=== rr_grant_responder ===
**rr_grant_responder: M1 wires**

(6 px per um) Supply wires on this layer in grey.
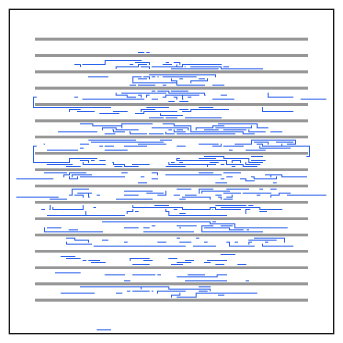

## config.mk

```make
export PLATFORM = sky130hd
export DESIGN_NAME = rr_grant_responder
export DESIGN_NICKNAME = d
export VERILOG_FILES = /design/src/rtl/rr_grant_responder_pkg.sv /design/src/rtl/rr_grant_responder_beat_counter.sv /design/src/rtl/rr_grant_responder.sv
export SDC_FILE = /design/constraint.sdc
export NUM_CORES = 1
export LEC_CHECK = 0
export CAP_MARGIN = 20
export CORE_MARGIN = 4
export CORE_UTILIZATION = 49
export CTS_CLUSTER_SIZE = 24
export DETAILED_ROUTE_END_ITERATION = 8
export MAX_ROUTING_LAYER = met4
export PLACE_DENSITY = 0.84
export SLEW_MARGIN = 15
export SYNTH_ARGS = -nofsm -noshare
export SYNTH_HDL_FRONTEND = slang
export SYNTH_SLANG_ARGS = --single-unit
```

## constraint.sdc

```tcl
create_clock -name clk -period 2.82 [get_ports clk]
set_input_delay 0.423 -clock clk [delete_from_list [all_inputs] [get_ports clk]]
set_output_delay 0.423 -clock clk [all_outputs]
set_load 0.1 [all_outputs]
```

## src/rtl/rr_grant_responder_pkg.sv

```systemverilog
// Shared definitions for the round-robin grant responder.
// Contents: FSM state encodings, default requester geometry, the counter
// status payload passed from the beat counter to the FSM, and a one-hot
// decode helper shared with the arbiter side.
package rr_grant_responder_pkg;

    localparam int unsigned N_REQ_DEF    = 4;
    localparam int unsigned IDX_W_DEF    = 2;
    localparam int unsigned ONEHOT_MAX   = 32;
    localparam int unsigned ONEHOT_IDX_W = 5;

    typedef enum logic [1:0] {
        ST_IDLE  = 2'd0,
        ST_GRANT = 2'd1,
        ST_ACK   = 2'd2
    } state_e;

    // Burst progress flags, decoded from the counter's registered state.
    typedef struct packed {
        logic last_beat;
        logic timed_out;
    } cnt_status_t;

    // One-hot decode of an index; callers truncate to their own width.
    function automatic logic [ONEHOT_MAX-1:0] onehot(input logic [ONEHOT_IDX_W-1:0] idx);
        logic [ONEHOT_MAX-1:0] r;
        r      = '0;
        r[idx] = 1'b1;
        return r;
    endfunction

endpackage

```

## src/rtl/rr_grant_responder_beat_counter.sv

```systemverilog
// Burst beat counter and idle-grant timeout timer.
// Ports:
//   clk, rst      clock, synchronous active-low reset
//   load          capture a new burst length (0 is treated as 1), clear timer
//   len           burst length to load
//   beat          a beat was accepted this cycle
//   idle_tick     owner is granted but presented no beat this cycle
//   status_c      last_beat (one beat remaining) / timed_out (timer at limit)
module rr_grant_responder_beat_counter
    import rr_grant_responder_pkg::*;
#(
    parameter int unsigned BEAT_W  = 4,
    parameter int unsigned TIMEOUT = 16
) (
    input  logic              clk,
    input  logic              rst,
    input  logic              load,
    input  logic [BEAT_W-1:0] len,
    input  logic              beat,
    input  logic              idle_tick,
    output cnt_status_t       status_c
);

    localparam int unsigned TMR_W = (TIMEOUT > 2) ? $clog2(TIMEOUT) : 1;

    logic [BEAT_W-1:0] cnt_q;
    logic [TMR_W-1:0]  tmr_q;

    // Remaining-beat count and consecutive idle-grant timer.
    always_ff @(posedge clk) begin
        if (!rst) begin
            cnt_q <= '0;
            tmr_q <= '0;
        end else if (load) begin
            cnt_q <= (len == '0) ? BEAT_W'(1) : len;
            tmr_q <= '0;
        end else if (beat) begin
            cnt_q <= cnt_q - BEAT_W'(1);
            tmr_q <= '0;
        end else if (idle_tick && !status_c.timed_out) begin
            // Saturates at the limit; the FSM leaves GRANT on that same edge.
            tmr_q <= tmr_q + TMR_W'(1);
        end
    end

    assign status_c.last_beat = (cnt_q == BEAT_W'(1));
    assign status_c.timed_out = (tmr_q == TMR_W'(TIMEOUT - 1));

endmodule

```

## src/rtl/rr_grant_responder.sv

```systemverilog
// Downstream consumer of the round-robin arbiter winner. Captures the winning
// index, grants that requester one-hot, accepts its burst, then pulses
// Arbitration_ack for one cycle so the arbiter may advance. A requester that
// stalls for TIMEOUT consecutive grant cycles is dropped with Timeout_err.
// Ports:
//   clk, rst         clock, synchronous active-low reset
//   Next_priority    winner index from the arbiter
//   Data_Valid       winner index valid
//   Req_len          per-requester burst lengths, slice i = [i*BEAT_W +: BEAT_W]
//   Beat_valid       granted requester presents a beat
//   Beat_ready       responder accepts a beat (high in GRANT)
//   Grant            one-hot grant to the current owner, 0 outside GRANT
//   Owner            latched owner index, held until the next capture
//   Busy             high in GRANT and ACK
//   Arbitration_ack  one-cycle pulse, arbitration consumed
//   Timeout_err      one-cycle pulse alongside a timeout-forced ack
module rr_grant_responder
    import rr_grant_responder_pkg::*;
#(
    parameter int unsigned N_REQ   = N_REQ_DEF,
    parameter int unsigned IDX_W   = IDX_W_DEF,
    parameter int unsigned BEAT_W  = 4,
    parameter int unsigned TIMEOUT = 16
) (
    input  logic                    clk,
    input  logic                    rst,
    input  logic [IDX_W-1:0]        Next_priority,
    input  logic                    Data_Valid,
    input  logic [N_REQ*BEAT_W-1:0] Req_len,
    input  logic                    Beat_valid,
    output logic                    Beat_ready,
    output logic [N_REQ-1:0]        Grant,
    output logic [IDX_W-1:0]        Owner,
    output logic                    Busy,
    output logic                    Arbitration_ack,
    output logic                    Timeout_err
);

    state_e            state_q;
    state_e            state_d;
    logic [IDX_W-1:0]  owner_d;
    logic              tmo_d;
    logic [N_REQ-1:0]  grant_d;
    logic              busy_d;
    logic              ready_d;
    logic              ack_d;
    logic              terr_d;

    logic              in_grant;
    logic              beat;
    logic              load;
    logic              idle_tick;
    logic [BEAT_W-1:0] len_sel;
    cnt_status_t       cnt_status;

    assign in_grant  = (state_q == ST_GRANT);
    assign beat      = in_grant & Beat_valid;
    assign idle_tick = in_grant & ~Beat_valid;
    assign load      = (state_q == ST_IDLE) & Data_Valid;

    // Burst length of the incoming winner; only consumed on capture.
    always_comb begin
        len_sel = '0;
        for (int unsigned i = 0; i < N_REQ; i++) begin
            if (Next_priority == IDX_W'(i)) begin
                len_sel = Req_len[i*BEAT_W +: BEAT_W];
            end
        end
    end

    rr_grant_responder_beat_counter #(
        .BEAT_W  (BEAT_W),
        .TIMEOUT (TIMEOUT)
    ) u_beat_counter (
        .clk       (clk),
        .rst       (rst),
        .load      (load),
        .len       (len_sel),
        .beat      (beat),
        .idle_tick (idle_tick),
        .status_c  (cnt_status)
    );

    // Next state, next owner, and next registered output values.
    always_comb begin
        state_d = state_q;
        owner_d = Owner;
        tmo_d   = 1'b0;
        grant_d = '0;
        busy_d  = 1'b0;
        ready_d = 1'b0;
        ack_d   = 1'b0;
        terr_d  = 1'b0;

        case (state_q)
            ST_IDLE: begin
                if (Data_Valid) begin
                    state_d = ST_GRANT;
                    owner_d = Next_priority;
                end
            end
            ST_GRANT: begin
                // An accepted beat always beats the timeout on the same cycle.
                if (beat) begin
                    if (cnt_status.last_beat) begin
                        state_d = ST_ACK;
                    end
                end else if (cnt_status.timed_out) begin
                    state_d = ST_ACK;
                    tmo_d   = 1'b1;
                end
            end
            ST_ACK: begin
                // Always return through IDLE so a fresh winner is sampled.
                state_d = ST_IDLE;
            end
            default: begin
                state_d = ST_IDLE;
            end
        endcase

        case (state_d)
            ST_GRANT: begin
                grant_d = N_REQ'(onehot(ONEHOT_IDX_W'(owner_d)));
                busy_d  = 1'b1;
                ready_d = 1'b1;
            end
            ST_ACK: begin
                busy_d = 1'b1;
                ack_d  = 1'b1;
                terr_d = tmo_d;
            end
            default: begin
            end
        endcase
    end

    // State and output registers.
    always_ff @(posedge clk) begin
        if (!rst) begin
            state_q         <= ST_IDLE;
            Owner           <= '0;
            Grant           <= '0;
            Busy            <= 1'b0;
            Beat_ready      <= 1'b0;
            Arbitration_ack <= 1'b0;
            Timeout_err     <= 1'b0;
        end else begin
            state_q         <= state_d;
            Owner           <= owner_d;
            Grant           <= grant_d;
            Busy            <= busy_d;
            Beat_ready      <= ready_d;
            Arbitration_ack <= ack_d;
            Timeout_err     <= terr_d;
        end
    end

endmodule

```

=== bus_frame_receiver ===
<file path="config.mk">
export PLATFORM = sky130hd
export DESIGN_NAME = bus_frame_receiver
export DESIGN_NICKNAME = d
export VERILOG_FILES = /design/src/rtl/bus_frame_receiver.sv
export SDC_FILE = /design/constraint.sdc
export NUM_CORES = 1
export LEC_CHECK = 0
export CAP_MARGIN = 10
export CORE_ASPECT_RATIO = 1.25
export CORE_UTILIZATION = 60
export CTS_BUF_LIST = sky130_fd_sc_hd__clkbuf_4
export DETAILED_ROUTE_END_ITERATION = 12
export PLACE_DENSITY = 0.82
export SYNTH_ARGS = -nofsm -noshare
export SYNTH_HDL_FRONTEND = slang
export SYNTH_SLANG_ARGS = --single-unit
</file>
<file path="constraint.sdc">
create_clock -name clk -period 3.5 [get_ports clk]
set_clock_uncertainty 0.1 [all_clocks]
set_input_delay 0.7 -clock clk [delete_from_list [all_inputs] [get_ports clk]]
set_output_delay 0.7 -clock clk [all_outputs]
set_load 0.005 [all_outputs]
</file>
<file path="src/rtl/bus_frame_receiver.sv">
// ---------------------------------------------------------------------------
// bus_frame_receiver
//
// Purpose:
//   Receiving end of the arbitrated byte bus. Bytes arrive LSB-first and are
//   reassembled into {addr, op} words of W = ADDRW+8 bits (NB = W/8 bytes per
//   frame). Each word is tagged with its source (01 AES, 10 SHA) and queued in
//   a small FIFO that drains through a valid/ready port. The bus cannot be
//   stalled, so every frame is either absorbed or flagged.
//
// Optional feature:
//   BUS_RX_TIMEOUT_EN - when defined, a partial frame idle for TIMEOUT cycles
//   is discarded with a frame_err pulse. When undefined, a partial frame waits
//   indefinitely and TIMEOUT is unused.
//
// Ports:
//   clk        in   clock, all state on posedge
//   rst_n      in   asynchronous active-low reset
//   bus_valid  in   byte strobe
//   bus_data   in   byte, frame byte 0 = word[7:0]
//   bus_src    in   byte owner: 01 AES, 10 SHA, 00/11 illegal
//   out_valid  out  FIFO head valid
//   out_ready  in   consumer accepts head
//   out_data   out  head word; op = [7:0], addr = [W-1:8]
//   out_src    out  head word source tag
//   busy       out  partial frame held
//   frame_err  out  one-cycle pulse: partial frame discarded or illegal byte
//   overflow   out  one-cycle pulse: completed word dropped, FIFO full
// ---------------------------------------------------------------------------
module bus_frame_receiver #(
  parameter int ADDRW      = 24,
  parameter int FIFO_DEPTH = 2,
  parameter int TIMEOUT    = 15
) (
  input  logic             clk,
  input  logic             rst_n,
  input  logic             bus_valid,
  input  logic [7:0]       bus_data,
  input  logic [1:0]       bus_src,
  output logic             out_valid,
  input  logic             out_ready,
  output logic [ADDRW+7:0] out_data,
  output logic [1:0]       out_src,
  output logic             busy,
  output logic             frame_err,
  output logic             overflow
);

  localparam int W  = ADDRW + 8;
  localparam int NB = W / 8;
  localparam int CW = (NB > 1) ? $clog2(NB) : 1;
  localparam int PW = (FIFO_DEPTH > 1) ? $clog2(FIFO_DEPTH) : 1;

  typedef enum logic [0:0] {
    ST_IDLE    = 1'b0,
    ST_COLLECT = 1'b1
  } state_t;

  function automatic logic src_legal(input logic [1:0] s);
    return (s == 2'b01) || (s == 2'b10);
  endfunction

  state_t          state_r, state_nxt_s;
  logic [CW-1:0]   cnt_r, cnt_nxt_s;
  logic [1:0]      src_r, src_nxt_s;
  logic [W-1:0]    asm_r, asm_nxt_s;
  logic            push_req_s;
  logic            err_s;

  logic [W+1:0]    mem_r [FIFO_DEPTH];
  logic [PW:0]     wptr_r, rptr_r, wptr_nxt_s, rptr_nxt_s;
  logic            pop_s, full_s, push_s, ovf_s;
  logic [W+1:0]    head_nxt_s;

  logic            out_valid_r;
  logic [W-1:0]    out_data_r;
  logic [1:0]      out_src_r;
  logic            busy_r;
  logic            frame_err_r;
  logic            overflow_r;

`ifdef BUS_RX_TIMEOUT_EN
  localparam int TW = $clog2(TIMEOUT + 1);
  logic [TW-1:0]   tmo_r, tmo_nxt_s;
`endif

  // Frame assembly FSM: next state, byte slot writes, error and push requests.
  always_comb begin
    state_nxt_s = state_r;
    cnt_nxt_s   = cnt_r;
    src_nxt_s   = src_r;
    asm_nxt_s   = asm_r;
    push_req_s  = 1'b0;
    err_s       = 1'b0;
`ifdef BUS_RX_TIMEOUT_EN
    // Idle counter is zero unless explicitly advanced below, which clears it
    // on every accepted byte and holds it at zero in IDLE.
    tmo_nxt_s   = {TW{1'b0}};
`endif
    case (state_r)
      ST_IDLE: begin
        if (bus_valid) begin
          if (src_legal(bus_src)) begin
            asm_nxt_s[7:0] = bus_data;
            src_nxt_s      = bus_src;
            cnt_nxt_s      = CW'(1);
            state_nxt_s    = ST_COLLECT;
          end else begin
            err_s = 1'b1;
          end
        end else begin
          state_nxt_s = ST_IDLE;
        end
      end
      ST_COLLECT: begin
        if (bus_valid) begin
          if (!src_legal(bus_src)) begin
            err_s       = 1'b1;
            cnt_nxt_s   = {CW{1'b0}};
            state_nxt_s = ST_IDLE;
          end else if (bus_src != src_r) begin
            // Owner switched mid-frame: drop the partial and restart under
            // the new owner with this byte as byte 0.
            err_s          = 1'b1;
            asm_nxt_s[7:0] = bus_data;
            src_nxt_s      = bus_src;
            cnt_nxt_s      = CW'(1);
          end else begin
            asm_nxt_s[{cnt_r, 3'b000} +: 8] = bus_data;
            if (cnt_r == CW'(NB - 1)) begin
              push_req_s  = 1'b1;
              cnt_nxt_s   = {CW{1'b0}};
              state_nxt_s = ST_IDLE;
            end else begin
              cnt_nxt_s = cnt_r + CW'(1);
            end
          end
        end else begin
`ifdef BUS_RX_TIMEOUT_EN
          if (tmo_r == TW'(TIMEOUT - 1)) begin
            err_s       = 1'b1;
            cnt_nxt_s   = {CW{1'b0}};
            state_nxt_s = ST_IDLE;
          end else begin
            tmo_nxt_s = tmo_r + TW'(1);
          end
`else
          state_nxt_s = ST_COLLECT;
`endif
        end
      end
      default: begin
        cnt_nxt_s   = {CW{1'b0}};
        state_nxt_s = ST_IDLE;
      end
    endcase
  end

  // FIFO control: pointer updates, overflow detection and next head word.
  always_comb begin
    pop_s  = out_valid_r & out_ready;
    full_s = ((wptr_r - rptr_r) == (PW+1)'(FIFO_DEPTH));
    // A pop frees a slot in the same cycle, so full + push + pop succeeds.
    push_s = push_req_s & (~full_s | pop_s);
    ovf_s  = push_req_s & full_s & ~pop_s;
    if (push_s) begin
      wptr_nxt_s = wptr_r + (PW+1)'(1);
    end else begin
      wptr_nxt_s = wptr_r;
    end
    if (pop_s) begin
      rptr_nxt_s = rptr_r + (PW+1)'(1);
    end else begin
      rptr_nxt_s = rptr_r;
    end
    if (wptr_nxt_s != rptr_nxt_s) begin
      // When the next head is the slot being written this cycle, bypass the
      // storage so the word is visible one cycle after its last byte.
      if (push_s && (rptr_nxt_s == wptr_r)) begin
        head_nxt_s = {src_r, asm_nxt_s};
      end else begin
        head_nxt_s = mem_r[rptr_nxt_s[PW-1:0]];
      end
    end else begin
      head_nxt_s = {out_src_r, out_data_r};
    end
  end

  // FSM and assembly registers.
  always_ff @(posedge clk or negedge rst_n) begin
    if (!rst_n) begin
      state_r <= ST_IDLE;
      cnt_r   <= {CW{1'b0}};
      src_r   <= 2'b00;
      asm_r   <= {W{1'b0}};
`ifdef BUS_RX_TIMEOUT_EN
      tmo_r   <= {TW{1'b0}};
`endif
    end else begin
      state_r <= state_nxt_s;
      cnt_r   <= cnt_nxt_s;
      src_r   <= src_nxt_s;
      asm_r   <= asm_nxt_s;
`ifdef BUS_RX_TIMEOUT_EN
      tmo_r   <= tmo_nxt_s;
`endif
    end
  end

  // FIFO storage and pointers.
  always_ff @(posedge clk or negedge rst_n) begin
    if (!rst_n) begin
      for (int i = 0; i < FIFO_DEPTH; i++) begin
        mem_r[i] <= {(W+2){1'b0}};
      end
      wptr_r <= {(PW+1){1'b0}};
      rptr_r <= {(PW+1){1'b0}};
    end else begin
      if (push_s) begin
        mem_r[wptr_r[PW-1:0]] <= {src_r, asm_nxt_s};
      end
      wptr_r <= wptr_nxt_s;
      rptr_r <= rptr_nxt_s;
    end
  end

  // Registered outputs: head word, status and one-cycle pulses.
  always_ff @(posedge clk or negedge rst_n) begin
    if (!rst_n) begin
      out_valid_r <= 1'b0;
      out_data_r  <= {W{1'b0}};
      out_src_r   <= 2'b00;
      busy_r      <= 1'b0;
      frame_err_r <= 1'b0;
      overflow_r  <= 1'b0;
    end else begin
      out_valid_r <= (wptr_nxt_s != rptr_nxt_s);
      out_data_r  <= head_nxt_s[W-1:0];
      out_src_r   <= head_nxt_s[W+1:W];
      busy_r      <= (cnt_nxt_s != {CW{1'b0}});
      frame_err_r <= err_s;
      overflow_r  <= ovf_s;
    end
  end

  assign out_valid = out_valid_r;
  assign out_data  = out_data_r;
  assign out_src   = out_src_r;
  assign busy      = busy_r;
  assign frame_err = frame_err_r;
  assign overflow  = overflow_r;

endmodule

</file>
**bus_frame_receiver: M1 wires**

(3 px per um) Supply wires on this layer in grey.
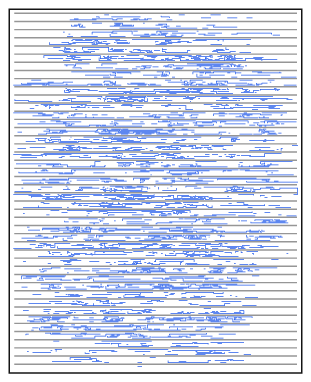
- share of all routed wire: 43%
- longest straight run: 29.4 um
- main direction: horizontal

**bus_frame_receiver: cell outlines without signal wires**

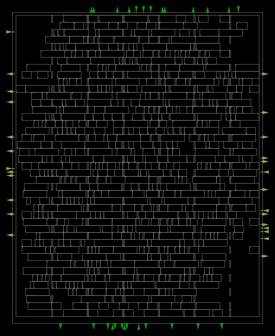
Finished Layout Cells: 801
flop count: 147
total core area: 0.01103 mm^2
flop share of the area: 46.81%

==> run_results.csv, bus_frame_receiver <==
group,metric,value,unit
place,hpwl,9.621,mm
sta,slew_headroom,30.00,%
cells_and_area,fillers,729,
place,placed_area,0.007574,mm^2
cells_and_area,areaGrowthSynthToFinish,16.04,%
routing,routedWlPerCell,18.17,um
sta,setup_slack,0.2917,ns
worst_setup_path,worst-r2r-cell-count,9,
pwr,p_comb,1.14,mW
cells_and_area,clk_share,3.598,%
hold_path,min_path_type,"input pin to async pin",
cells_and_area,nNonClkInverters,38,
floorplanning,taps,135,
cts,clock_latency,0.53,ns
cells_and_area,dominant_cells,"registers",
floorplanning,dieArea,0.01172,mm^2
sta,tightest_slew,1.034,ns
sta,fmax,0.3117,GHz
floorplanning,die_x,97.03,um
logic_synthesis,synth_warnings,0,
global_routing,top_usage_layer,"met2",
cells_and_area,largest-register,"mem_r",
global_routing,grt_use_total,26.58,%
cts,cts_buffers,17,
routing,drt-total-wl,14.55,mm
worst_setup_path,worstPathBufferInverterCount,3,
logic_synthesis,mux_share,20.12,%
global_routing,use_met2,43.05,%
sta,fin_crit_sh,91.67,%
logic_synthesis,aoi_share,9.292,%
pwr,seq-power,1.95,mW
outcome,outcome,"completed",
pwr,p_clk_share,25.9,%
logic_synthesis,synth_cell_types,44,
routing,vias,4662,
worst_setup_path,required,3.82,ns
worst_setup_path,startpoint,"bus_src[1]",
worst_setup_path,path_class,"input pin to register",
cts,cts_max_level,4,
logic_synthesis,common_cells,"dfrtp_1 (147), mux2i_1 (78), a21oi_1 (76), nor2_1 (75), inv_1 (38)",
global_routing,grt_overflow,0,
worst_setup_path,endpoint,"out_data[26]",
## bus_frame_receiver: placed cells by master, fill, tap and decap left out, types with 6 or more instances in the layout
cell,count
a21oi_1,76
a32oi_1,12
and2_1,11
buf_4,28
clkbuf_4,19
clkdlybuf4s50_1,50
dfrtp_1,147
inv_1,38
mux2_2,12
mux2_4,29
mux2i_1,78
nand2_1,12
nor2_1,75
o21ai_0,6
## bus_frame_receiver: layer usage
layer | wire [um] | share of wire (%)
met5 | 0 | 0
met4 | 522 | 3.6
met3 | 652 | 4.5
met2 | 7085 | 49
met1 | 6293 | 43
**rr_grant_responder: met2 routing**

(4 px per um) Cells faint in the background.
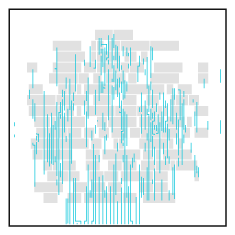
- share of all routed wire: 50%
- longest straight run: 28.1 um
- nets with wire on the layer: 136
- main direction: vertical
- wire length on this layer: 1110 um

About 'M1 wires' of rr_grant_responder:
- nets with wire on the layer: 146
- main direction: horizontal

==> run_results.csv, rr_grant_responder <==
group,metric,value,unit
pwr,p_comb,188,uW
worst_setup_path,cp_top_family,"simple AND/OR/NAND/NOR gates",
hold_path,holdPathStages,2,
worst_setup_path,cp_slowest_cell,"or3b_2",
place,place_congestion,0.7483,
logic_synthesis,synth_cell_types,35,
floorplanning,rows,16,
cts,cts_root_buf,"clkbuf_4",
flow_run,warning_count,28,
global_routing,grt_pass1_wl,3.843,mm
pwr,clock_power,161,uW
routing,top_layer,"met4",
cells_and_area,layout_top_cell,"clkdlybuf4s50_1",
logic_synthesis,edf_count,0,
pwr,switching_power,208.8,uW
outcome,outcome,"completed",
worst_setup_path,critPathArrivalTime,2.28,ns
routing,met1_length,1.014,mm
cells_and_area,postLayoutCellArea,0.001361,mm^2
pwr,p_seq_share,47.4,%
logic_synthesis,netlist.top_cell.by_area,"dfxtp_1",
floorplanning,die_height,53.82,um
global_routing,grt_antenna_before_repair,0,
## rr_grant_responder: area by class of cell
| cell class | count | area [um^2] |
|---|---|---|
| fill | 145 | 620.6 |
| timing repair buffer | 31 | 285.3 |
| inverter | 4 | 15.01 |
| multi-input combinational | 74 | 590.6 |
| clock buffer | 4 | 36.28 |
| sequential | 20 | 400.4 |
| tap | 27 | 33.78 |
## rr_grant_responder: kinds of logic after synthesis
logic type	after synthesis	synth area share, %
AOI/OAI and AO/OA	13	8.394
xor gates and xnor gates	3	2.555
adders and majority gates	5	6.083
buffers and inverters	7	3.649
DFF	20	38.93
muxes	9	14.48
and+or+nand+nor	44	25.91

==> notes/layouts.md <==
Pictures saved along the way, in no particular order.

Signal wires on met3.
(a)
(3 px per um)
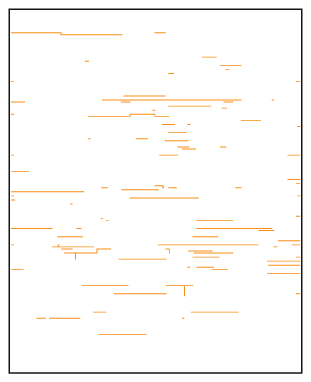
(b)
(6 px per um)
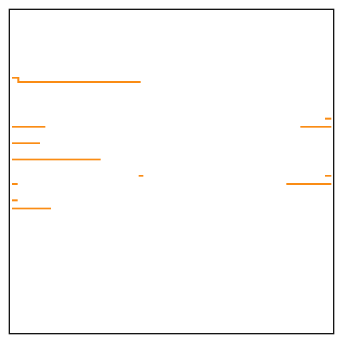
(a): bus_frame_receiver
(b): rr_grant_responder

Key to (a):
- share of all routed wire: 4.5%
- nets with wire on the layer: 58
- main direction: horizontal
- longest straight run: 46.2 um
- wire length on this layer: 652 um


=== fifo_seq_sink ===
**fifo_seq_sink: the metal 4 layer**

(3 px per um) Supply wires on this layer in grey.
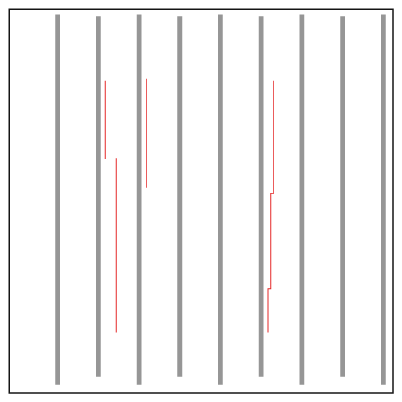

### config.mk
export PLATFORM = sky130hd
export DESIGN_NAME = fifo_seq_sink
export DESIGN_NICKNAME = d
export VERILOG_FILES = /design/src/rtl/fifo_seq_sink_pkg.sv /design/src/rtl/fifo_seq_sink_lfsr.sv /design/src/rtl/fifo_seq_sink.sv
export SDC_FILE = /design/constraint.sdc
export NUM_CORES = 1
export LEC_CHECK = 0
export ABC_CLOCK_PERIOD_IN_PS = 4600
export CAP_MARGIN = 20
export CORE_MARGIN = 2
export CORE_UTILIZATION = 26
export DETAILED_ROUTE_END_ITERATION = 6
export PLACE_DENSITY = 0.49
export SKIP_LAST_GASP = 1
export SLEW_MARGIN = 20
export SYNTH_ARGS = -nofsm -noshare
export SYNTH_HDL_FRONTEND = slang
export SYNTH_SLANG_ARGS = --single-unit
### constraint.sdc
create_clock -name clock -period 4.6 [get_ports clock]
set_clock_uncertainty 0.1 [all_clocks]
set_input_delay 1.15 -clock clock [delete_from_list [all_inputs] [get_ports clock]]
set_output_delay 1.15 -clock clock [all_outputs]
set_load 0.02 [all_outputs]
### src/rtl/fifo_seq_sink_pkg.sv
`default_nettype none
// ============================================================================
// Module : fifo_seq_pkg
// Brief  : Shared types and constants for the FIFO sequence sink.
//          Holds the FSM state encoding, the LFSR feedback taps, the default
//          packet width and the packet type.
// Rev    : 1.0  initial release
// ============================================================================
package fifo_seq_pkg;

  localparam int unsigned PKT_W_DEFAULT = 8;

  // Fibonacci taps for x^16 + x^14 + x^13 + x^11 + 1 (bits 15,13,12,10).
  localparam logic [15:0] LFSR_TAPS = 16'hB400;

  typedef logic [PKT_W_DEFAULT-1:0] pkt_t;

  typedef enum logic [1:0] {
    IDLE = 2'd0,
    RUN  = 2'd1,
    FAIL = 2'd2
  } state_t;

endpackage : fifo_seq_pkg
`default_nettype wire

### src/rtl/fifo_seq_sink_lfsr.sv
`default_nettype none
// ============================================================================
// Module : seq_lfsr16
// Brief  : 16-bit Fibonacci LFSR used to randomise sink back-pressure.
//          Shifts left by one each cycle advance is high; feedback is the
//          XOR of the tapped bits.
// Ports  : clock      - clock
//          reset      - synchronous, active-high; loads SEED
//          advance    - step the register this cycle
//          lfsr_state - current 16-bit register contents
// Rev    : 1.0  initial release
// ============================================================================
module seq_lfsr16
  import fifo_seq_pkg::*;
#(
  parameter logic [15:0] SEED = 16'hACE1
) (
  input  logic        clock,
  input  logic        reset,
  input  logic        advance,
  output logic [15:0] lfsr_state
);

  logic [15:0] lfsr_q;
  logic [15:0] lfsr_d;
  logic        feedback;

  always_comb begin
    feedback = ^(lfsr_q & LFSR_TAPS);
    lfsr_d   = lfsr_q;
    if (advance) begin
      lfsr_d = {lfsr_q[14:0], feedback};
    end
  end

  always_ff @(posedge clock) begin
    if (reset) begin
      lfsr_q <= SEED;
    end else begin
      lfsr_q <= lfsr_d;
    end
  end

  assign lfsr_state = lfsr_q;

endmodule : seq_lfsr16
`default_nettype wire

### src/rtl/fifo_seq_sink.sv
`default_nettype none
// ============================================================================
// Module : fifo_seq_sink
// Brief  : Dequeue-side responder for a valid/ready packet FIFO. Accepts
//          packets, checks they follow 0,1,2,... (mod 2^PKT_W), applies
//          bounded back-pressure and flags mismatches and starvation.
// Config : FIFO_SEQ_SINK_RAND_STALL_EN - when defined, out_ready is driven
//          from an LFSR (~25% stalls, at most MAX_STALL in a row); otherwise
//          out_ready is held high throughout RUN.
// Ports  : clock, reset (sync, active-high)
//          enable      - consume while high; low returns to IDLE
//          out_valid   - FIFO has a packet
//          out_ready   - registered accept strobe
//          packet_out  - packet from the FIFO
//          rx_count    - accepted handshakes
//          err_count   - saturating mismatch count
//          mismatch    - sticky mismatch flag
//          first_exp   - expected value at first mismatch
//          first_got   - received value at first mismatch
//          timeout     - sticky watchdog expiry
//          state       - FSM state encoding
// Rev    : 1.0  initial release
// ============================================================================
module fifo_seq_sink
  import fifo_seq_pkg::*;
#(
  parameter int unsigned PKT_W       = PKT_W_DEFAULT,
  parameter int unsigned CNT_W       = 32,
  parameter int unsigned ERR_W       = 16,
  parameter int unsigned MAX_STALL   = 7,
  parameter int unsigned WDOG_CYCLES = 256,
  parameter logic [15:0] LFSR_SEED   = 16'hACE1,
  parameter int unsigned STOP_ON_ERR = 1
) (
  input  logic             clock,
  input  logic             reset,
  input  logic             enable,
  input  logic             out_valid,
  output logic             out_ready,
  input  logic [PKT_W-1:0] packet_out,
  output logic [CNT_W-1:0] rx_count,
  output logic [ERR_W-1:0] err_count,
  output logic             mismatch,
  output logic [PKT_W-1:0] first_exp,
  output logic [PKT_W-1:0] first_got,
  output logic             timeout,
  output logic [1:0]       state
);

  localparam int unsigned WDOG_W = $clog2(WDOG_CYCLES + 1);

  state_t             state_q, state_d;
  logic               out_ready_q, out_ready_d;
  logic [CNT_W-1:0]   rx_count_q, rx_count_d;
  logic [ERR_W-1:0]   err_count_q, err_count_d;
  logic               mismatch_q, mismatch_d;
  logic [PKT_W-1:0]   first_exp_q, first_exp_d;
  logic [PKT_W-1:0]   first_got_q, first_got_d;
  logic               timeout_q, timeout_d;
  logic [PKT_W-1:0]   expected_q, expected_d;
  logic [WDOG_W-1:0]  wdog_q, wdog_d;

  logic run_hs;
  logic pkt_err;
  logic ready_policy;

`ifdef FIFO_SEQ_SINK_RAND_STALL_EN
  localparam int unsigned STALL_W = $clog2(MAX_STALL + 1);

  logic [STALL_W-1:0] stall_cnt_q, stall_cnt_d;
  logic [15:0]        lfsr_value;

  seq_lfsr16 #(
    .SEED(LFSR_SEED)
  ) u_lfsr (
    .clock     (clock),
    .reset     (reset),
    .advance   (state_q == RUN),
    .lfsr_state(lfsr_value)
  );

  // stall_cnt counts consecutive low-ready RUN cycles including the current
  // one; forcing ready once it hits MAX_STALL caps any stall run at MAX_STALL.
  always_comb begin
    ready_policy = 1'b1;
    stall_cnt_d  = '0;
    if (state_q == IDLE) begin
      // The first RUN cycle always has ready low, so it starts the count.
      stall_cnt_d = STALL_W'(1);
    end else if (state_q == RUN) begin
      if (stall_cnt_q == STALL_W'(MAX_STALL)) begin
        ready_policy = 1'b1;
      end else if (lfsr_value[1:0] != 2'b00) begin
        ready_policy = 1'b1;
      end else begin
        ready_policy = 1'b0;
        stall_cnt_d  = stall_cnt_q + STALL_W'(1);
      end
    end
  end

  always_ff @(posedge clock) begin
    if (reset) begin
      stall_cnt_q <= '0;
    end else begin
      stall_cnt_q <= stall_cnt_d;
    end
  end
`else
  always_comb begin
    ready_policy = 1'b1;
  end
`endif

  always_comb begin
    state_d     = state_q;
    out_ready_d = 1'b0;
    rx_count_d  = rx_count_q;
    err_count_d = err_count_q;
    mismatch_d  = mismatch_q;
    first_exp_d = first_exp_q;
    first_got_d = first_got_q;
    timeout_d   = timeout_q;
    expected_d  = expected_q;
    wdog_d      = '0;

    // Handshakes are only counted in RUN; out_ready is never high elsewhere.
    run_hs  = (state_q == RUN) && out_valid && out_ready_q;
    pkt_err = run_hs && (packet_out != expected_q);

    case (state_q)
      IDLE: begin
        if (enable) begin
          state_d = RUN;
        end
      end
      RUN: begin
        if (pkt_err && (STOP_ON_ERR != 0)) begin
          state_d = FAIL;
        end else if (!enable) begin
          state_d = IDLE;
        end else begin
          out_ready_d = ready_policy;
        end
      end
      FAIL: begin
        state_d = FAIL;
      end
      default: begin
        state_d = IDLE;
      end
    endcase

    if (run_hs) begin
      rx_count_d = rx_count_q + CNT_W'(1);
      expected_d = expected_q + PKT_W'(1);
    end

    if (pkt_err) begin
      mismatch_d = 1'b1;
      if (err_count_q != '1) begin
        err_count_d = err_count_q + ERR_W'(1);
      end
      if (!mismatch_q) begin
        first_exp_d = expected_q;
        first_got_d = packet_out;
      end
    end

    // Watchdog: raise timeout on the cycle the counter reaches its limit.
    if (state_q == RUN && !run_hs) begin
      if (wdog_q == WDOG_W'(WDOG_CYCLES - 1)) begin
        wdog_d = wdog_q;
      end else begin
        wdog_d = wdog_q + WDOG_W'(1);
        if (wdog_d == WDOG_W'(WDOG_CYCLES - 1)) begin
          timeout_d = 1'b1;
        end
      end
    end
  end

  always_ff @(posedge clock) begin
    if (reset) begin
      state_q     <= IDLE;
      out_ready_q <= 1'b0;
      rx_count_q  <= '0;
      err_count_q <= '0;
      mismatch_q  <= 1'b0;
      first_exp_q <= '0;
      first_got_q <= '0;
      timeout_q   <= 1'b0;
      expected_q  <= '0;
      wdog_q      <= '0;
    end else begin
      state_q     <= state_d;
      out_ready_q <= out_ready_d;
      rx_count_q  <= rx_count_d;
      err_count_q <= err_count_d;
      mismatch_q  <= mismatch_d;
      first_exp_q <= first_exp_d;
      first_got_q <= first_got_d;
      timeout_q   <= timeout_d;
      expected_q  <= expected_d;
      wdog_q      <= wdog_d;
    end
  end

  assign out_ready = out_ready_q;
  assign rx_count  = rx_count_q;
  assign err_count = err_count_q;
  assign mismatch  = mismatch_q;
  assign first_exp = first_exp_q;
  assign first_got = first_got_q;
  assign timeout   = timeout_q;
  assign state     = state_q;

endmodule : fifo_seq_sink
`default_nettype wire

=== light_stim_drv ===
File: config.mk
export PLATFORM = sky130hd
export DESIGN_NAME = light_stim_drv
export DESIGN_NICKNAME = d
export VERILOG_FILES = /design/src/rtl/light_stim_drv.sv
export SDC_FILE = /design/constraint.sdc
export NUM_CORES = 1
export LEC_CHECK = 0
export CAP_MARGIN = 25
export CORE_AREA = 2 2 53 55
export DETAILED_ROUTE_END_ITERATION = 8
export DIE_AREA = 0 0 55 57
export PLACE_DENSITY_LB_ADDON = 0.05
export SYNTH_ARGS = -nofsm -noshare
export SYNTH_HDL_FRONTEND = slang
export SYNTH_SLANG_ARGS = --single-unit
File: constraint.sdc
create_clock -name clk -period 2.32 [get_ports clk]
set_input_delay 0.464 -clock clk [delete_from_list [all_inputs] [get_ports clk]]
set_output_delay 0.464 -clock clk [all_outputs]
set_load 0.02 [all_outputs]
File: src/rtl/light_stim_drv.sv
//==============================================================================
// Module      : light_stim_drv
// Description : Stimulus driver for the light-game FSM. Conditions the player
//               key into L pulses, opens pseudo-random M windows from an LFSR,
//               sequences rounds and keeps a saturating win score.
//               Optional round timeout: define LIGHT_STIM_TIMEOUT_EN.
// Revision    : 1.0 - initial release
//==============================================================================
`default_nettype none

module light_stim_drv #(
  parameter int          WINDOW    = 4,
  parameter int          RATE_BITS = 3,
  parameter int          WIN_HOLD  = 8,
  parameter int          SCORE_W   = 4,
  parameter logic [15:0] SEED      = 16'hACE1
`ifdef LIGHT_STIM_TIMEOUT_EN
  ,
  parameter int          TIMEOUT   = 64
`endif
) (
  input  logic               clk,
  input  logic               reset,
  input  logic               key,
  input  logic               start,
  input  logic               stop,
  input  logic               W,
  output logic               M,
  output logic               L,
  output logic               game_rst,
  output logic [SCORE_W-1:0] score,
  output logic               active
`ifdef LIGHT_STIM_TIMEOUT_EN
  ,
  output logic               timeout
`endif
);

  localparam logic [1:0] c_IDLE   = 2'd0;
  localparam logic [1:0] c_ARM    = 2'd1;
  localparam logic [1:0] c_ACTIVE = 2'd2;
  localparam logic [1:0] c_HOLD   = 2'd3;

  localparam int                c_WIN_W   = $clog2(WINDOW + 1);
  localparam int                c_HOLD_W  = $clog2(WIN_HOLD + 1);
  localparam logic [c_WIN_W-1:0]  c_WINDOW  = c_WIN_W'(WINDOW);
  localparam logic [c_HOLD_W-1:0] c_HOLD_LD = c_HOLD_W'(WIN_HOLD - 1);

  logic [1:0]          r_state;
  logic [1:0]          w_state_nxt;
  logic                w_win_hit;
  logic [15:0]         r_lfsr;
  logic                w_fb;
  logic [c_WIN_W-1:0]  r_win_cnt;
  logic [c_HOLD_W-1:0] r_hold_cnt;
  logic [SCORE_W-1:0]  r_score;
  logic                r_key_s1;
  logic                r_key_s2;
  logic                r_key_s3;
  logic                r_l;
  logic                w_stay_active;

`ifdef LIGHT_STIM_TIMEOUT_EN
  localparam int               c_TO_W   = $clog2(TIMEOUT + 1);
  localparam logic [c_TO_W-1:0] c_TO_HIT = c_TO_W'(TIMEOUT - 1);

  logic [c_TO_W-1:0] r_to_cnt;
  logic              r_timeout;
  logic              w_to_hit;

  assign w_to_hit = (r_state == c_ACTIVE) && (r_to_cnt == c_TO_HIT);
  assign timeout  = r_timeout;
`endif

  // Fibonacci taps 16,14,13,11 in right-shift form
  assign w_fb = r_lfsr[0] ^ r_lfsr[2] ^ r_lfsr[3] ^ r_lfsr[5];

  always_comb begin
    w_state_nxt = r_state;
    w_win_hit   = 1'b0;
    if (stop) begin
      w_state_nxt = c_IDLE;
    end else begin
      case (r_state)
        c_IDLE:   if (start) w_state_nxt = c_ARM;
        c_ARM:    w_state_nxt = c_ACTIVE;
        c_ACTIVE: begin
          if (W) begin
            w_win_hit   = 1'b1;
            w_state_nxt = c_HOLD;
          end
`ifdef LIGHT_STIM_TIMEOUT_EN
          else if (w_to_hit) begin
            w_state_nxt = c_ARM;
          end
`endif
        end
        c_HOLD:   if (r_hold_cnt == '0) w_state_nxt = c_ARM;
        default:  w_state_nxt = c_IDLE;
      endcase
    end
  end

  // Window and L activity require ACTIVE both now and next cycle, so both drop
  // together with the state leaving ACTIVE and nothing leaks into ARM/HOLD.
  assign w_stay_active = (r_state == c_ACTIVE) && (w_state_nxt == c_ACTIVE);

  always_ff @(posedge clk) begin
    if (reset) begin
      r_state    <= c_IDLE;
      r_lfsr     <= SEED;
      r_win_cnt  <= '0;
      r_hold_cnt <= '0;
      r_score    <= '0;
      r_key_s1   <= 1'b0;
      r_key_s2   <= 1'b0;
      r_key_s3   <= 1'b0;
      r_l        <= 1'b0;
    end else begin
      r_state  <= w_state_nxt;
      r_key_s1 <= key;
      r_key_s2 <= r_key_s1;
      r_key_s3 <= r_key_s2;
      r_l      <= r_key_s2 && !r_key_s3 && w_stay_active;

      if (r_state == c_ACTIVE) begin
        r_lfsr <= {w_fb, r_lfsr[15:1]};
      end

      if (!w_stay_active) begin
        r_win_cnt <= '0;
      end else if (r_win_cnt != '0) begin
        r_win_cnt <= r_win_cnt - c_WIN_W'(1);
      end else if (r_lfsr[RATE_BITS-1:0] == '0) begin
        r_win_cnt <= c_WINDOW;
      end

      if (w_win_hit) begin
        r_hold_cnt <= c_HOLD_LD;
      end else if ((r_state == c_HOLD) && (r_hold_cnt != '0)) begin
        r_hold_cnt <= r_hold_cnt - c_HOLD_W'(1);
      end

      if (w_win_hit && (r_score != '1)) begin
        r_score <= r_score + SCORE_W'(1);
      end
    end
  end

`ifdef LIGHT_STIM_TIMEOUT_EN
  always_ff @(posedge clk) begin
    if (reset) begin
      r_to_cnt  <= '0;
      r_timeout <= 1'b0;
    end else begin
      r_timeout <= w_to_hit && !W && !stop;
      if (r_state == c_ACTIVE) begin
        r_to_cnt <= r_to_cnt + c_TO_W'(1);
      end else begin
        r_to_cnt <= '0;
      end
    end
  end
`endif

  assign M        = (r_win_cnt != '0);
  assign L        = r_l;
  assign game_rst = (r_state == c_IDLE) || (r_state == c_ARM);
  assign active   = (r_state == c_ACTIVE);
  assign score    = r_score;

endmodule

`default_nettype wire

=== inst_queue ===
===== src/rtl/inst_queue.sv =====
// Circular instruction queue sitting between fetch and decode.
// Fetch pushes up to FETCH_W instructions per cycle into consecutive slots
// starting at the tail. Decode sees the ISSUE_W oldest entries starting at the
// head and consumes up to ISSUE_W of them per cycle. A flush either empties the
// queue or keeps only the oldest entry, which holds a branch delay slot.
module inst_queue #(
    parameter int DEPTH   = 8,
    parameter int FETCH_W = 2,
    parameter int ISSUE_W = 2,
    parameter int DATA_W  = 64
) (
    input  logic                           clk,
    input  logic                           reset,
    input  logic                           flush,
    input  logic                           flush_keep1,
    input  logic                           push_valid,
    input  logic [$clog2(FETCH_W+1)-1:0]   push_num,
    input  logic [FETCH_W*DATA_W-1:0]      push_data,
    output logic                           push_ready,
    output logic [ISSUE_W-1:0]             out_valid,
    output logic [ISSUE_W*DATA_W-1:0]      out_data,
    input  logic [$clog2(ISSUE_W+1)-1:0]   pop_num,
    output logic [$clog2(DEPTH):0]         count,
    output logic                           empty,
    output logic                           full
);

    localparam int PTR_W = $clog2(DEPTH);
    localparam int CNT_W = PTR_W + 1;

    logic [DATA_W-1:0] mem_q [DEPTH];

    logic [PTR_W-1:0] head_q, head_d;
    logic [PTR_W-1:0] tail_q, tail_d;
    logic [CNT_W-1:0] count_q, count_d;

    logic             push_fire;
    logic [CNT_W-1:0] push_amt;
    logic [CNT_W-1:0] pop_amt;
    logic [CNT_W-1:0] avail;

    // Accepted push and clamped pop amounts; flush suppresses both.
    always_comb begin
        push_amt  = '0;
        pop_amt   = '0;
        avail     = (count_q < CNT_W'(ISSUE_W)) ? count_q : CNT_W'(ISSUE_W);
        push_fire = push_valid && push_ready && !flush;
        if (push_fire) begin
            push_amt = (CNT_W'(push_num) > CNT_W'(FETCH_W)) ? CNT_W'(FETCH_W)
                                                            : CNT_W'(push_num);
        end
        if (!flush) begin
            pop_amt = (CNT_W'(pop_num) > avail) ? avail : CNT_W'(pop_num);
        end
    end

    // Next pointer/occupancy state; a flush overrides any push or pop.
    always_comb begin
        head_d  = head_q;
        tail_d  = tail_q;
        count_d = count_q;
        if (flush) begin
            if (flush_keep1 && (count_q != '0)) begin
                tail_d  = head_q + PTR_W'(1);
                count_d = CNT_W'(1);
            end else begin
                tail_d  = head_q;
                count_d = '0;
            end
        end else begin
            head_d  = head_q + PTR_W'(pop_amt);
            tail_d  = tail_q + PTR_W'(push_amt);
            count_d = count_q + push_amt - pop_amt;
        end
    end

    // Pointer and occupancy registers, cleared asynchronously.
    always_ff @(posedge clk or negedge reset) begin
        if (!reset) begin
            head_q  <= '0;
            tail_q  <= '0;
            count_q <= '0;
        end else begin
            head_q  <= head_d;
            tail_q  <= tail_d;
            count_q <= count_d;
        end
    end

    // Payload storage: accepted lanes land in consecutive slots from the tail.
    always_ff @(posedge clk) begin
        for (int l = 0; l < FETCH_W; l++) begin
            if (push_fire && (CNT_W'(l) < push_amt)) begin
                mem_q[tail_q + PTR_W'(l)] <= push_data[l*DATA_W +: DATA_W];
            end
        end
    end

    // Issue lanes expose the oldest entries; a flush hides them immediately.
    generate
        for (genvar gi = 0; gi < ISSUE_W; gi++) begin : g_lane
            assign out_valid[gi]                   = (count_q > CNT_W'(gi)) && !flush;
            assign out_data[gi*DATA_W +: DATA_W]   = mem_q[head_q + PTR_W'(gi)];
        end
    endgenerate

    // Readiness counts only current occupancy; no credit for a same-cycle pop.
    assign push_ready = (CNT_W'(DEPTH) - count_q) >= CNT_W'(FETCH_W);
    assign count      = count_q;
    assign empty      = (count_q == '0);
    assign full       = (count_q == CNT_W'(DEPTH));

endmodule


===== config.mk =====
export PLATFORM = sky130hd
export DESIGN_NAME = inst_queue
export DESIGN_NICKNAME = d
export VERILOG_FILES = /design/src/rtl/inst_queue.sv
export SDC_FILE = /design/constraint.sdc
export NUM_CORES = 1
export LEC_CHECK = 0
export CORE_ASPECT_RATIO = 1.2
export CORE_MARGIN = 3
export CORE_UTILIZATION = 59
export DETAILED_ROUTE_END_ITERATION = 8
export GPL_TIMING_DRIVEN = 0
export HOLD_SLACK_MARGIN = 0.08
export PLACE_DENSITY = 0.79
export SLEW_MARGIN = 20
export SYNTH_ARGS = -nofsm -noshare
export SYNTH_HDL_FRONTEND = slang
export SYNTH_SLANG_ARGS = --single-unit

===== constraint.sdc =====
create_clock -name clk -period 7.1 [get_ports clk]
set_input_delay 1.42 -clock clk [delete_from_list [all_inputs] [get_ports clk]]
set_output_delay 1.42 -clock clk [all_outputs]
set_load 0.05 [all_outputs]

=== instr_fetch_flat ===
[config.mk]
export PLATFORM = sky130hd
export DESIGN_NAME = instr_fetch_flat
export DESIGN_NICKNAME = d
export VERILOG_FILES = /design/src/rtl/cpu_pkg.sv /design/src/rtl/instr_fetch_if.sv /design/src/rtl/fetch_buf.sv /design/src/rtl/instr_fetch.sv /design/src/flat_wrapper.sv
export SDC_FILE = /design/constraint.sdc
export NUM_CORES = 1
export LEC_CHECK = 0
export ABC_AREA = 0
export CAP_MARGIN = 20
export CORE_MARGIN = 1.5
export CORE_UTILIZATION = 45
export DETAILED_ROUTE_END_ITERATION = 8
export MAX_ROUTING_LAYER = met4
export PLACE_DENSITY = 0.77
export SYNTH_ARGS = -nofsm -noshare
export SYNTH_HDL_FRONTEND = slang
export SYNTH_SLANG_ARGS = --single-unit
export TNS_END_PERCENT = 30
[constraint.sdc]
create_clock -name clk -period 5.52 [get_ports clk]
set_input_delay 0.552 -clock clk [delete_from_list [all_inputs] [get_ports clk]]
set_output_delay 0.552 -clock clk [all_outputs]
set_load 0.1 [all_outputs]
[src/rtl/cpu_pkg.sv]
// ---------------------------------------------------------------------------
// cpu_pkg
// Shared CPU definitions: datapath width, the NOP encoding presented when
// no instruction is available, the default reset fetch address, the fetch
// FSM state type and a word-alignment helper.
// ---------------------------------------------------------------------------
package cpu_pkg;

  localparam int XLEN = 32;

  // addi x0, x0, 0
  localparam logic [XLEN-1:0] NOP_INSTR    = 32'h0000_0013;
  localparam logic [XLEN-1:0] RESET_PC_DEF = 32'h0000_0000;

  // FETCH: request may be issued; STALL: buffer full, no request;
  // DROP : one idle cycle after a redirect so a withdrawn request is not
  //        confused with the request to the new target.
  typedef enum logic [1:0] {
    FETCH = 2'd0,
    STALL = 2'd1,
    DROP  = 2'd2
  } fetch_state_e;

  function automatic logic [XLEN-1:0] word_align(input logic [XLEN-1:0] addr);
    return {addr[XLEN-1:2], 2'b00};
  endfunction

endpackage

[src/rtl/instr_fetch_if.sv]
// ---------------------------------------------------------------------------
// instr_fetch_if
// Bundles the instruction-memory bus, the decode handshake and the redirect
// inputs of the fetch unit.
//   master : fetch unit side (drives imem_req/imem_addr and the decode outputs)
//   slave  : environment side (memory, decode and execute stages)
// ---------------------------------------------------------------------------
interface instr_fetch_if;
  import cpu_pkg::*;

  logic            imem_req;
  logic [XLEN-1:0] imem_addr;
  logic            imem_ack;
  logic [XLEN-1:0] imem_rdata;
  logic            instr_valid;
  logic [XLEN-1:0] instr;
  logic [XLEN-1:0] instr_pc;
  logic            instr_ready;
  logic            redirect;
  logic [XLEN-1:0] redirect_pc;

  modport master (
    output imem_req, imem_addr, instr_valid, instr, instr_pc,
    input  imem_ack, imem_rdata, instr_ready, redirect, redirect_pc
  );

  modport slave (
    input  imem_req, imem_addr, instr_valid, instr, instr_pc,
    output imem_ack, imem_rdata, instr_ready, redirect, redirect_pc
  );

endinterface

[src/rtl/fetch_buf.sv]
// ---------------------------------------------------------------------------
// fetch_buf
// Small FIFO holding {pc, instr} pairs between memory response and decode.
// Ports:
//   clk, rst     clock, asynchronous active-high reset (pointers/count only)
//   i_push       write i_data at the tail
//   i_pop        retire the head entry
//   i_flush      empty the buffer; overrides push and pop
//   i_data       entry to write
//   o_data       head entry (straight from the storage registers)
//   o_count      current occupancy
// Push and pop together are legal at any occupancy, including full.
// ---------------------------------------------------------------------------
module fetch_buf
  import cpu_pkg::*;
#(
  parameter int DATA_W = 64,
  parameter int DEPTH  = 2
) (
  input  logic                     clk,
  input  logic                     rst,
  input  logic                     i_push,
  input  logic                     i_pop,
  input  logic                     i_flush,
  input  logic [DATA_W-1:0]        i_data,
  output logic [DATA_W-1:0]        o_data,
  output logic [$clog2(DEPTH):0]   o_count
);

  localparam int PTR_W = $clog2(DEPTH);
  localparam int CNT_W = PTR_W + 1;

  logic [DATA_W-1:0] r_mem [DEPTH];
  logic [PTR_W-1:0]  r_wr_ptr;
  logic [PTR_W-1:0]  r_rd_ptr;
  logic [CNT_W-1:0]  r_count;

  // DEPTH is a power of two, so the pointers wrap on natural overflow.
  always_ff @(posedge clk or posedge rst) begin
    if (rst) begin
      r_wr_ptr <= '0;
      r_rd_ptr <= '0;
      r_count  <= '0;
    end else if (i_flush) begin
      r_wr_ptr <= '0;
      r_rd_ptr <= '0;
      r_count  <= '0;
    end else begin
      if (i_push) r_wr_ptr <= r_wr_ptr + PTR_W'(1);
      if (i_pop)  r_rd_ptr <= r_rd_ptr + PTR_W'(1);
      r_count <= r_count + CNT_W'(i_push) - CNT_W'(i_pop);
    end
  end

  // Storage carries no reset; the count qualifies it.
  always_ff @(posedge clk) begin
    if (i_push && !i_flush) r_mem[r_wr_ptr] <= i_data;
  end

  assign o_data  = r_mem[r_rd_ptr];
  assign o_count = r_count;

endmodule

[src/rtl/instr_fetch.sv]
// ---------------------------------------------------------------------------
// instr_fetch
// Instruction fetch unit: issues one word fetch at a time to instruction
// memory, buffers returned words with their PCs, and hands them to decode.
// A redirect from execute flushes the buffer and restarts fetch at the
// (word-aligned) target after one idle request cycle.
// Ports:
//   clk          clock, rising edge
//   rst          asynchronous active-high reset
//   bus.master   imem_req/imem_addr/imem_ack/imem_rdata memory bus,
//                instr_valid/instr/instr_pc/instr_ready decode handshake,
//                redirect/redirect_pc from execute
// Parameters:
//   RESET_PC     first fetch address after reset
//   BUF_DEPTH    buffer entries, 2 or 4
// ---------------------------------------------------------------------------
module instr_fetch
  import cpu_pkg::*;
#(
  parameter logic [XLEN-1:0] RESET_PC  = RESET_PC_DEF,
  parameter int              BUF_DEPTH = 2
) (
  input  logic            clk,
  input  logic            rst,
  instr_fetch_if.master   bus
);

  localparam int               CNT_W   = $clog2(BUF_DEPTH) + 1;
  localparam logic [CNT_W-1:0] DEPTH_C = CNT_W'(BUF_DEPTH);

  fetch_state_e      r_state;
  fetch_state_e      w_state_n;
  logic              r_req;
  logic              w_req_n;
  logic [XLEN-1:0]   r_pc;

  logic              w_push;
  logic              w_pop;
  logic              w_flush;
  logic              w_valid;
  logic [CNT_W-1:0]  w_count;
  logic [CNT_W-1:0]  w_count_n;
  logic [2*XLEN-1:0] w_head;

  // Occupancy after this edge decides whether a request may be held next
  // cycle, so a same-cycle pop frees space for it.
  always_comb begin
    w_flush   = bus.redirect;
    w_valid   = (w_count != '0);
    w_push    = r_req && bus.imem_ack && !bus.redirect;
    w_pop     = w_valid && bus.instr_ready && !bus.redirect;
    w_count_n = w_flush ? '0 : (w_count + CNT_W'(w_push) - CNT_W'(w_pop));
    w_state_n = r_state;
    if (bus.redirect) begin
      w_state_n = DROP;
    end else begin
      case (r_state)
        FETCH:   if (w_count_n >= DEPTH_C) w_state_n = STALL;
        STALL:   if (w_count_n <  DEPTH_C) w_state_n = FETCH;
        DROP:    w_state_n = (w_count_n < DEPTH_C) ? FETCH : STALL;
        default: w_state_n = FETCH;
      endcase
    end
    w_req_n = (w_state_n == FETCH);
  end

  // Request/PC register stage
  always_ff @(posedge clk or posedge rst) begin
    if (rst) begin
      r_state <= FETCH;
      r_req   <= 1'b0;
      r_pc    <= RESET_PC;
    end else begin
      r_state <= w_state_n;
      r_req   <= w_req_n;
      if (bus.redirect)  r_pc <= word_align(bus.redirect_pc);
      else if (w_push)   r_pc <= r_pc + 32'd4;
    end
  end

  fetch_buf #(
    .DATA_W (2*XLEN),
    .DEPTH  (BUF_DEPTH)
  ) u_buf (
    .clk     (clk),
    .rst     (rst),
    .i_push  (w_push),
    .i_pop   (w_pop),
    .i_flush (w_flush),
    .i_data  ({r_pc, bus.imem_rdata}),
    .o_data  (w_head),
    .o_count (w_count)
  );

  // Decode outputs come only from buffer registers; an empty buffer shows NOP.
  assign bus.imem_req    = r_req;
  assign bus.imem_addr   = r_pc;
  assign bus.instr_valid = w_valid;
  assign bus.instr       = w_valid ? w_head[XLEN-1:0]        : NOP_INSTR;
  assign bus.instr_pc    = w_valid ? w_head[2*XLEN-1:XLEN]   : '0;

endmodule

[src/flat_wrapper.sv]
// flat-port wrapper written by rule: the top's interface ports become plain ports
module instr_fetch_flat import cpu_pkg::*;
#(
  parameter logic [XLEN-1:0] RESET_PC  = RESET_PC_DEF,
  parameter int              BUF_DEPTH = 2
)
  (clk, rst, bus_imem_req, bus_imem_addr, bus_instr_valid, bus_instr, bus_instr_pc, bus_imem_ack, bus_imem_rdata, bus_instr_ready, bus_redirect, bus_redirect_pc);
  instr_fetch_if bus_i ();
  input  logic clk;
  input  logic rst;
  output wire logic [$bits(bus_i.imem_req)-1:0] bus_imem_req;
  output wire logic [$bits(bus_i.imem_addr)-1:0] bus_imem_addr;
  output wire logic [$bits(bus_i.instr_valid)-1:0] bus_instr_valid;
  output wire logic [$bits(bus_i.instr)-1:0] bus_instr;
  output wire logic [$bits(bus_i.instr_pc)-1:0] bus_instr_pc;
  input wire logic [$bits(bus_i.imem_ack)-1:0] bus_imem_ack;
  input wire logic [$bits(bus_i.imem_rdata)-1:0] bus_imem_rdata;
  input wire logic [$bits(bus_i.instr_ready)-1:0] bus_instr_ready;
  input wire logic [$bits(bus_i.redirect)-1:0] bus_redirect;
  input wire logic [$bits(bus_i.redirect_pc)-1:0] bus_redirect_pc;
  assign bus_imem_req = bus_i.imem_req;
  assign bus_imem_addr = bus_i.imem_addr;
  assign bus_instr_valid = bus_i.instr_valid;
  assign bus_instr = bus_i.instr;
  assign bus_instr_pc = bus_i.instr_pc;
  assign bus_i.imem_ack = bus_imem_ack;
  assign bus_i.imem_rdata = bus_imem_rdata;
  assign bus_i.instr_ready = bus_instr_ready;
  assign bus_i.redirect = bus_redirect;
  assign bus_i.redirect_pc = bus_redirect_pc;
  instr_fetch #(.RESET_PC(RESET_PC), .BUF_DEPTH(BUF_DEPTH)) u_core (.clk(clk), .rst(rst), .bus(bus_i));
endmodule
**inst_queue: cell outlines without signal wires**

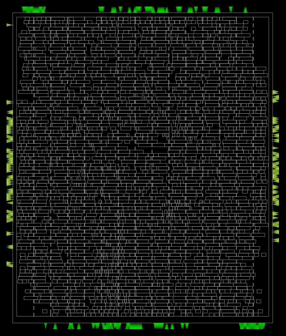
Finished Layout Cells: 2742
Tapcells: 644

**inst_queue: the metal 4 layer**

(1.5 px per um) Supply wires on this layer in grey.
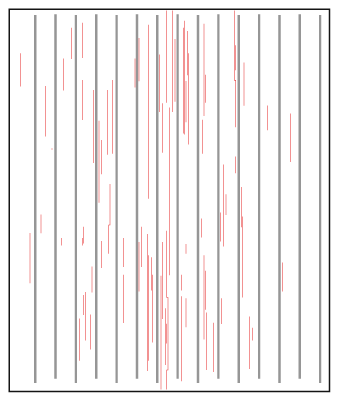
- share of all routed wire: 3.2%
- wire length on this layer: 2790 um
- nets with wire on the layer: 54
- main direction: vertical
- longest straight run: 116 um

==> run_results.csv, inst_queue <==
group,metric,value,unit
pwr,power_density,497.2,mW/mm^2
logic_synthesis,yosys_cells,1676,
logic_synthesis,ys_ff,522,
floorplanning,io_pins,274,
pwr,p_int,10.15,mW
worst_setup_path,path_class,"register to output pin",
logic_synthesis,synth_top_flop_cell,"edfxtp_1",
place,dp_slack,1.369,ns
pwr,switching_power,8.038,mW
logic_synthesis,ys_chip_area,0.03019,mm^2
sta,rsz0062_at_grt,"false",
cells_and_area,fillers,3202,
routing,drt-total-wl,87.27,mm
worst_setup_path,crit_top_cell,"clkbuf_1",
cells_and_area,dominant_cells,"registers",
cells_and_area,comb_area_share,38.14,%
sta,fin_crit_sh,91.04,%
sta,tightest_slew,1.103,ns
outcome,outcome,"completed",
place,place_congestion,0.8093,
worst_setup_path,worstPathBufferInverterCount,5,
logic_synthesis,syn_inst,1676,
place,post-place-cells,2630,
cts,cts_max_level,2,
logic_synthesis,mux_share,43.17,%
hold_path,hold_end,"tail_q[0]",
logic_synthesis,simple_gate_area_share,0.9987,%
worst_setup_path,rr_startpoint,"count[0]",
[inst_queue: per-layer routing]
| layer | up-vias | routed length [um] | track usage [%] |
|---|---|---|---|
| met5 | - | 41 | 0 |
| met4 | 6 | 2794 | 11.62 |
| met3 | 179 | 6935 | 5.544 |
| met2 | 959 | 45360 | 56.07 |
| met1 | 9742 | 32140 | 42.74 |
| li1 | 7792 | - | - |
[inst_queue: registers in the layout (all words and copies together), names as in the netlist]
| register | count |
|---|---|
| mem_q | 512 |
| count | 4 |
| head_q | 3 |
| tail_q | 3 |
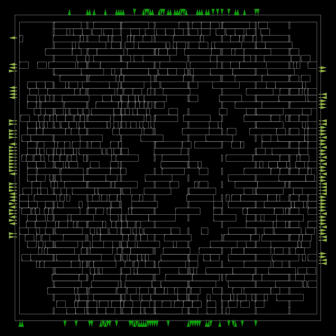
**Above:** instr_fetch_flat (cell outlines without signal wires).
flop share of the area: 51.08%
flop count: 161

==> run_results.csv, instr_fetch_flat <==
group,metric,value,unit
sta,slew_headroom,30.90,%
outcome,outcome,"completed",
cts,clock_latency,0.42,ns
cells_and_area,comb_cells,300,
cells_and_area,fin_nets,726,
logic_synthesis,yosysTopAreaCellShare,55.32,%
worst_setup_path,cp_slowest_cell,"clkdlybuf4s50_1",
pwr,power,3.588,mW
global_routing,grt_overflow,0,
logic_synthesis,top_cells_by_area,"edfxtp_1 (55%), dfrtp_1 (14%), mux2i_1 (9.4%)",
cells_and_area,final_cell_count_no_fill,851,
cells_and_area,comb_area_share,21.33,%
sta,setup-violations-final,0,
cts,ctsHoldBuffers,0,
worst_setup_path,worstPathBufferInverterCount,2,
logic_synthesis,ys_sh_xor,2.082,%
global_routing,grt_pass1_wl,23.34,mm
routing,routedWlPerCell,17.29,um
sta,fmax,0.2791,GHz
routing,ant_nets,0,
routing,drc,0,
cells_and_area,buffers,166,
cts,cts_tree,"done",
routing,viasPerCell,5.271,
cts,cts_buffers,17,
logic_synthesis,common_cells,"edfxtp_1 (124), nor2_1 (76), mux2i_1 (63), dfrtp_1 (37), nand2_1 (36)",
hold_path,holdPathStages,1,
sta,setup_slack,1.937,ns
logic_synthesis,adder_share,0.5576,%
logic_synthesis,ys_seq_share,69.07,%
instr_fetch_flat: per-layer routing:
layer / global-route usage, % / wire (um) / share of wire [%] / vias up
met5: - / 0 / 0 / -
met4: 7.955 / 222 / 1.5 / 0
met3: 4.536 / 717 / 4.9 / 19
met2: 31.50 / 7233 / 49 / 160
met1: 24.14 / 6539 / 44 / 2159
li1: - / - / - / 2148
instr_fetch_flat: power by group:
group,total [mW],internal [mW],switching (mW),leakage (nW)
registers,1.44,1.37,0.0673,1.58
logic,0.999,0.247,0.751,1.26
clock network,1.15,0.691,0.463,0.278
total,3.59,2.31,1.28,3.11
**fifo_seq_sink: M1 wires**

(3 px per um) Supply wires on this layer in grey.
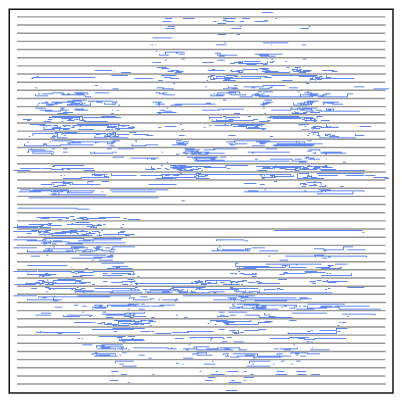
- longest straight run: 43.2 um
- wire length on this layer: 4630 um
- main direction: horizontal
- nets with wire on the layer: 479

About 'the metal 4 layer' of fifo_seq_sink:
- share of all routed wire: 2.2%
- nets with wire on the layer: 2
- longest straight run: 57.8 um

==> run_results.csv, fifo_seq_sink <==
group,metric,value,unit
cells_and_area,n_clock_buffer,9,
place,place_congestion,0.7898,
outcome,outcome,"completed",
cells_and_area,fillers,1553,
pwr,seq-power,749,uW
cells_and_area,dominant_cells,"logic gates",
cts,cts.sinks,86,
sta,rsz0062_at_grt,"false",
worst_setup_path,rr_startpoint,"expected_q[2]",
global_routing,grt_antenna_before_repair,0,
global_routing,grt_use_total,11.92,%
sta,setup-violations-final,0,
cts,cts_buffers,9,
pwr,maxPowerGroup,"registers",
logic_synthesis,ys_sh_xor,10.84,%
floorplanning,die_height,127.4,um
sta,whs,0.3541,ns
cells_and_area,bufAreaShareNonClock,15.73,%
cts,cts_tree,"done",
worst_setup_path,path_max_fanout,24,
place,port_buffers,80,
cts,post-cts-setup-buffers,0,
worst_setup_path,endpoint,"err_count[12]",
cells_and_area,fin_nets,540,
logic_synthesis,yosys_cells,450,
logic_synthesis,simple_gate_area_share,27.42,%
sta,fmax,0.3161,GHz
routing,ant_nets,0,
floorplanning,die_x,127.4,um
logic_synthesis,common_cells,"dfxtp_1 (86), nor2_1 (67), xnor2_1 (33), a21oi_1 (26), nand2_1 (23)",
global_routing,grt_max_degree,48,
sta,hold_viol_final,0,
global_routing,use_met2,18.18,%
cts,cts-resized-gates,0,
cells_and_area,seq_area_share,33.09,%
==> fifo_seq_sink: worst max-delay path: cells and delay by family <==
family	cells	cell delay (ns)
buffers and inverters	1	0.50
AND-OR/OR-AND	2	0.96
multiplexers	1	0.32
AND/OR/NAND/NOR	1	0.23
XOR/XNOR	1	0.14
==> fifo_seq_sink: sequential cells by signal, summed over array words and instances (netlist names) <==
register and count:
state 2, out_ready 1, rx_count 32, timeout 1, mismatch 1, wdog_q 9
first_exp 8, err_count 16, first_got 8, expected_q 8
**light_stim_drv: signal wires on met3**

(6 px per um)
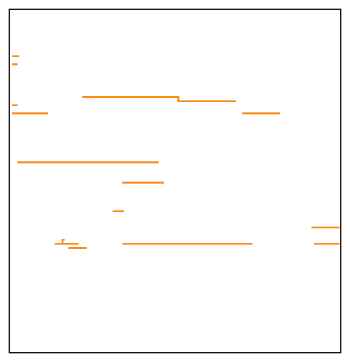
- nets with wire on the layer: 10
- longest straight run: 23.2 um
- wire length on this layer: 109 um
- main direction: horizontal

==> run_results.csv, light_stim_drv <==
group,metric,value,unit
hold_path,hold_end,"r_lfsr[12]",
global_routing,grt_max_degree,31,
cells_and_area,areaGrowthSynthToFinish,13.79,%
logic_synthesis,aoi_share,12.70,%
cells_and_area,fillers,245,
hold_path,holdPathStages,2,
logic_synthesis,yosys_cells,155,
flow_run,drv_cap,0,
routing,drc,0,
cells_and_area,n_clock_buffer,6,
cts,clock_latency,0.33,ns
routing,viasPerCell,5.448,
routing,met1_length,1.116,mm
sta,hold_viol_final,0,
global_routing,grt_pass1_vias,1063,
routing,top_layer,"met4",
place,dp_slack,0.4076,ns
outcome,outcome,"completed",
routing,ant_nets,0,
cells_and_area,dominant_cells,"registers",
floorplanning,rows,19,
cts,cts_tree,"done",
cells_and_area,comb_area_share,40.51,%
logic_synthesis,fp_nets,164,
floorplanning,io_pins,14,
-- light_stim_drv: per-stage QoR --
stage / instance area [um^2] / cells
4_1_cts: 1569 / 203
2_1_floorplan: 1379 / 155
6_report: 1569 / 203
3_5_place_dp: 1518 / 195
5_1_grt: 1569 / 203
3_3_place_gp: 1518 / 195
-- light_stim_drv: power by group --
group	total [mW]	leakage, nW	internal, mW	switching [mW]
sequential	0.582	0.267	0.576	0.00628
clock	0.301	0.0320	0.115	0.186
combinational	0.0524	0.290	0.0257	0.0267
total	0.936	0.590	0.717	0.219


==> screenshots <==
Met2 routing.
picture 1
(2 px per um) Cells faint in the background.
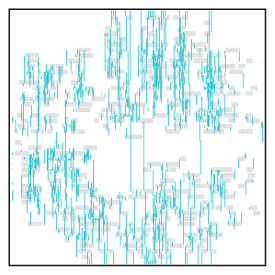
picture 2
(1 px per um) Cells faint in the background.
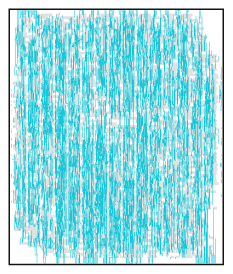
picture 3
(4 px per um) Cells faint in the background.
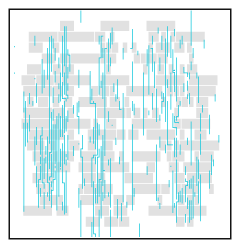
picture 4
(2 px per um) Cells faint in the background.
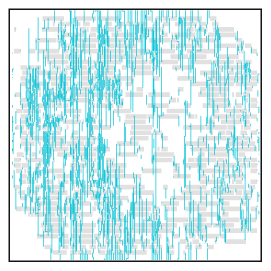
picture 5
(2 px per um) Cells faint in the background.
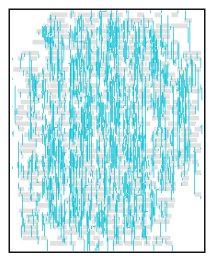
The one with the largest die is picture 2.
fifo_seq_sink: picture 1
inst_queue: picture 2
light_stim_drv: picture 3
instr_fetch_flat: picture 4
bus_frame_receiver: picture 5


==> gallery <==
M1 wires.
Plate I
(1.5 px per um) Supply wires on this layer in grey.
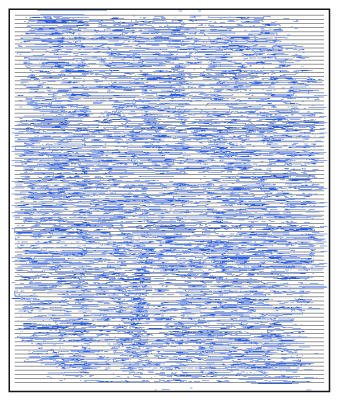
Plate II
(6 px per um) Supply wires on this layer in grey.
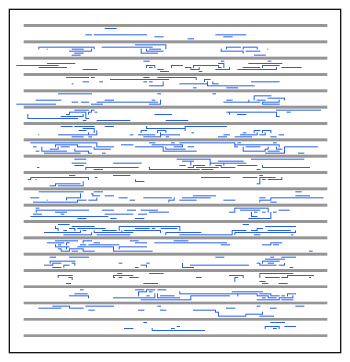
Plate III
(3 px per um) Supply wires on this layer in grey.
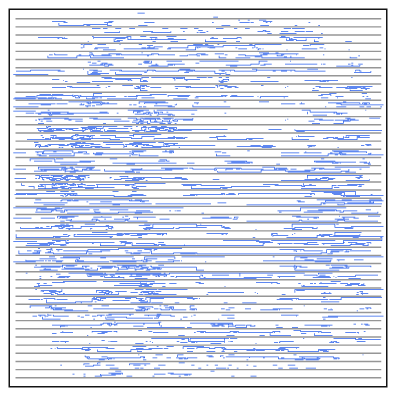
Plate I: inst_queue
Plate III: instr_fetch_flat
Plate II: light_stim_drv

Power is estimated from default activity; no workload was simulated.
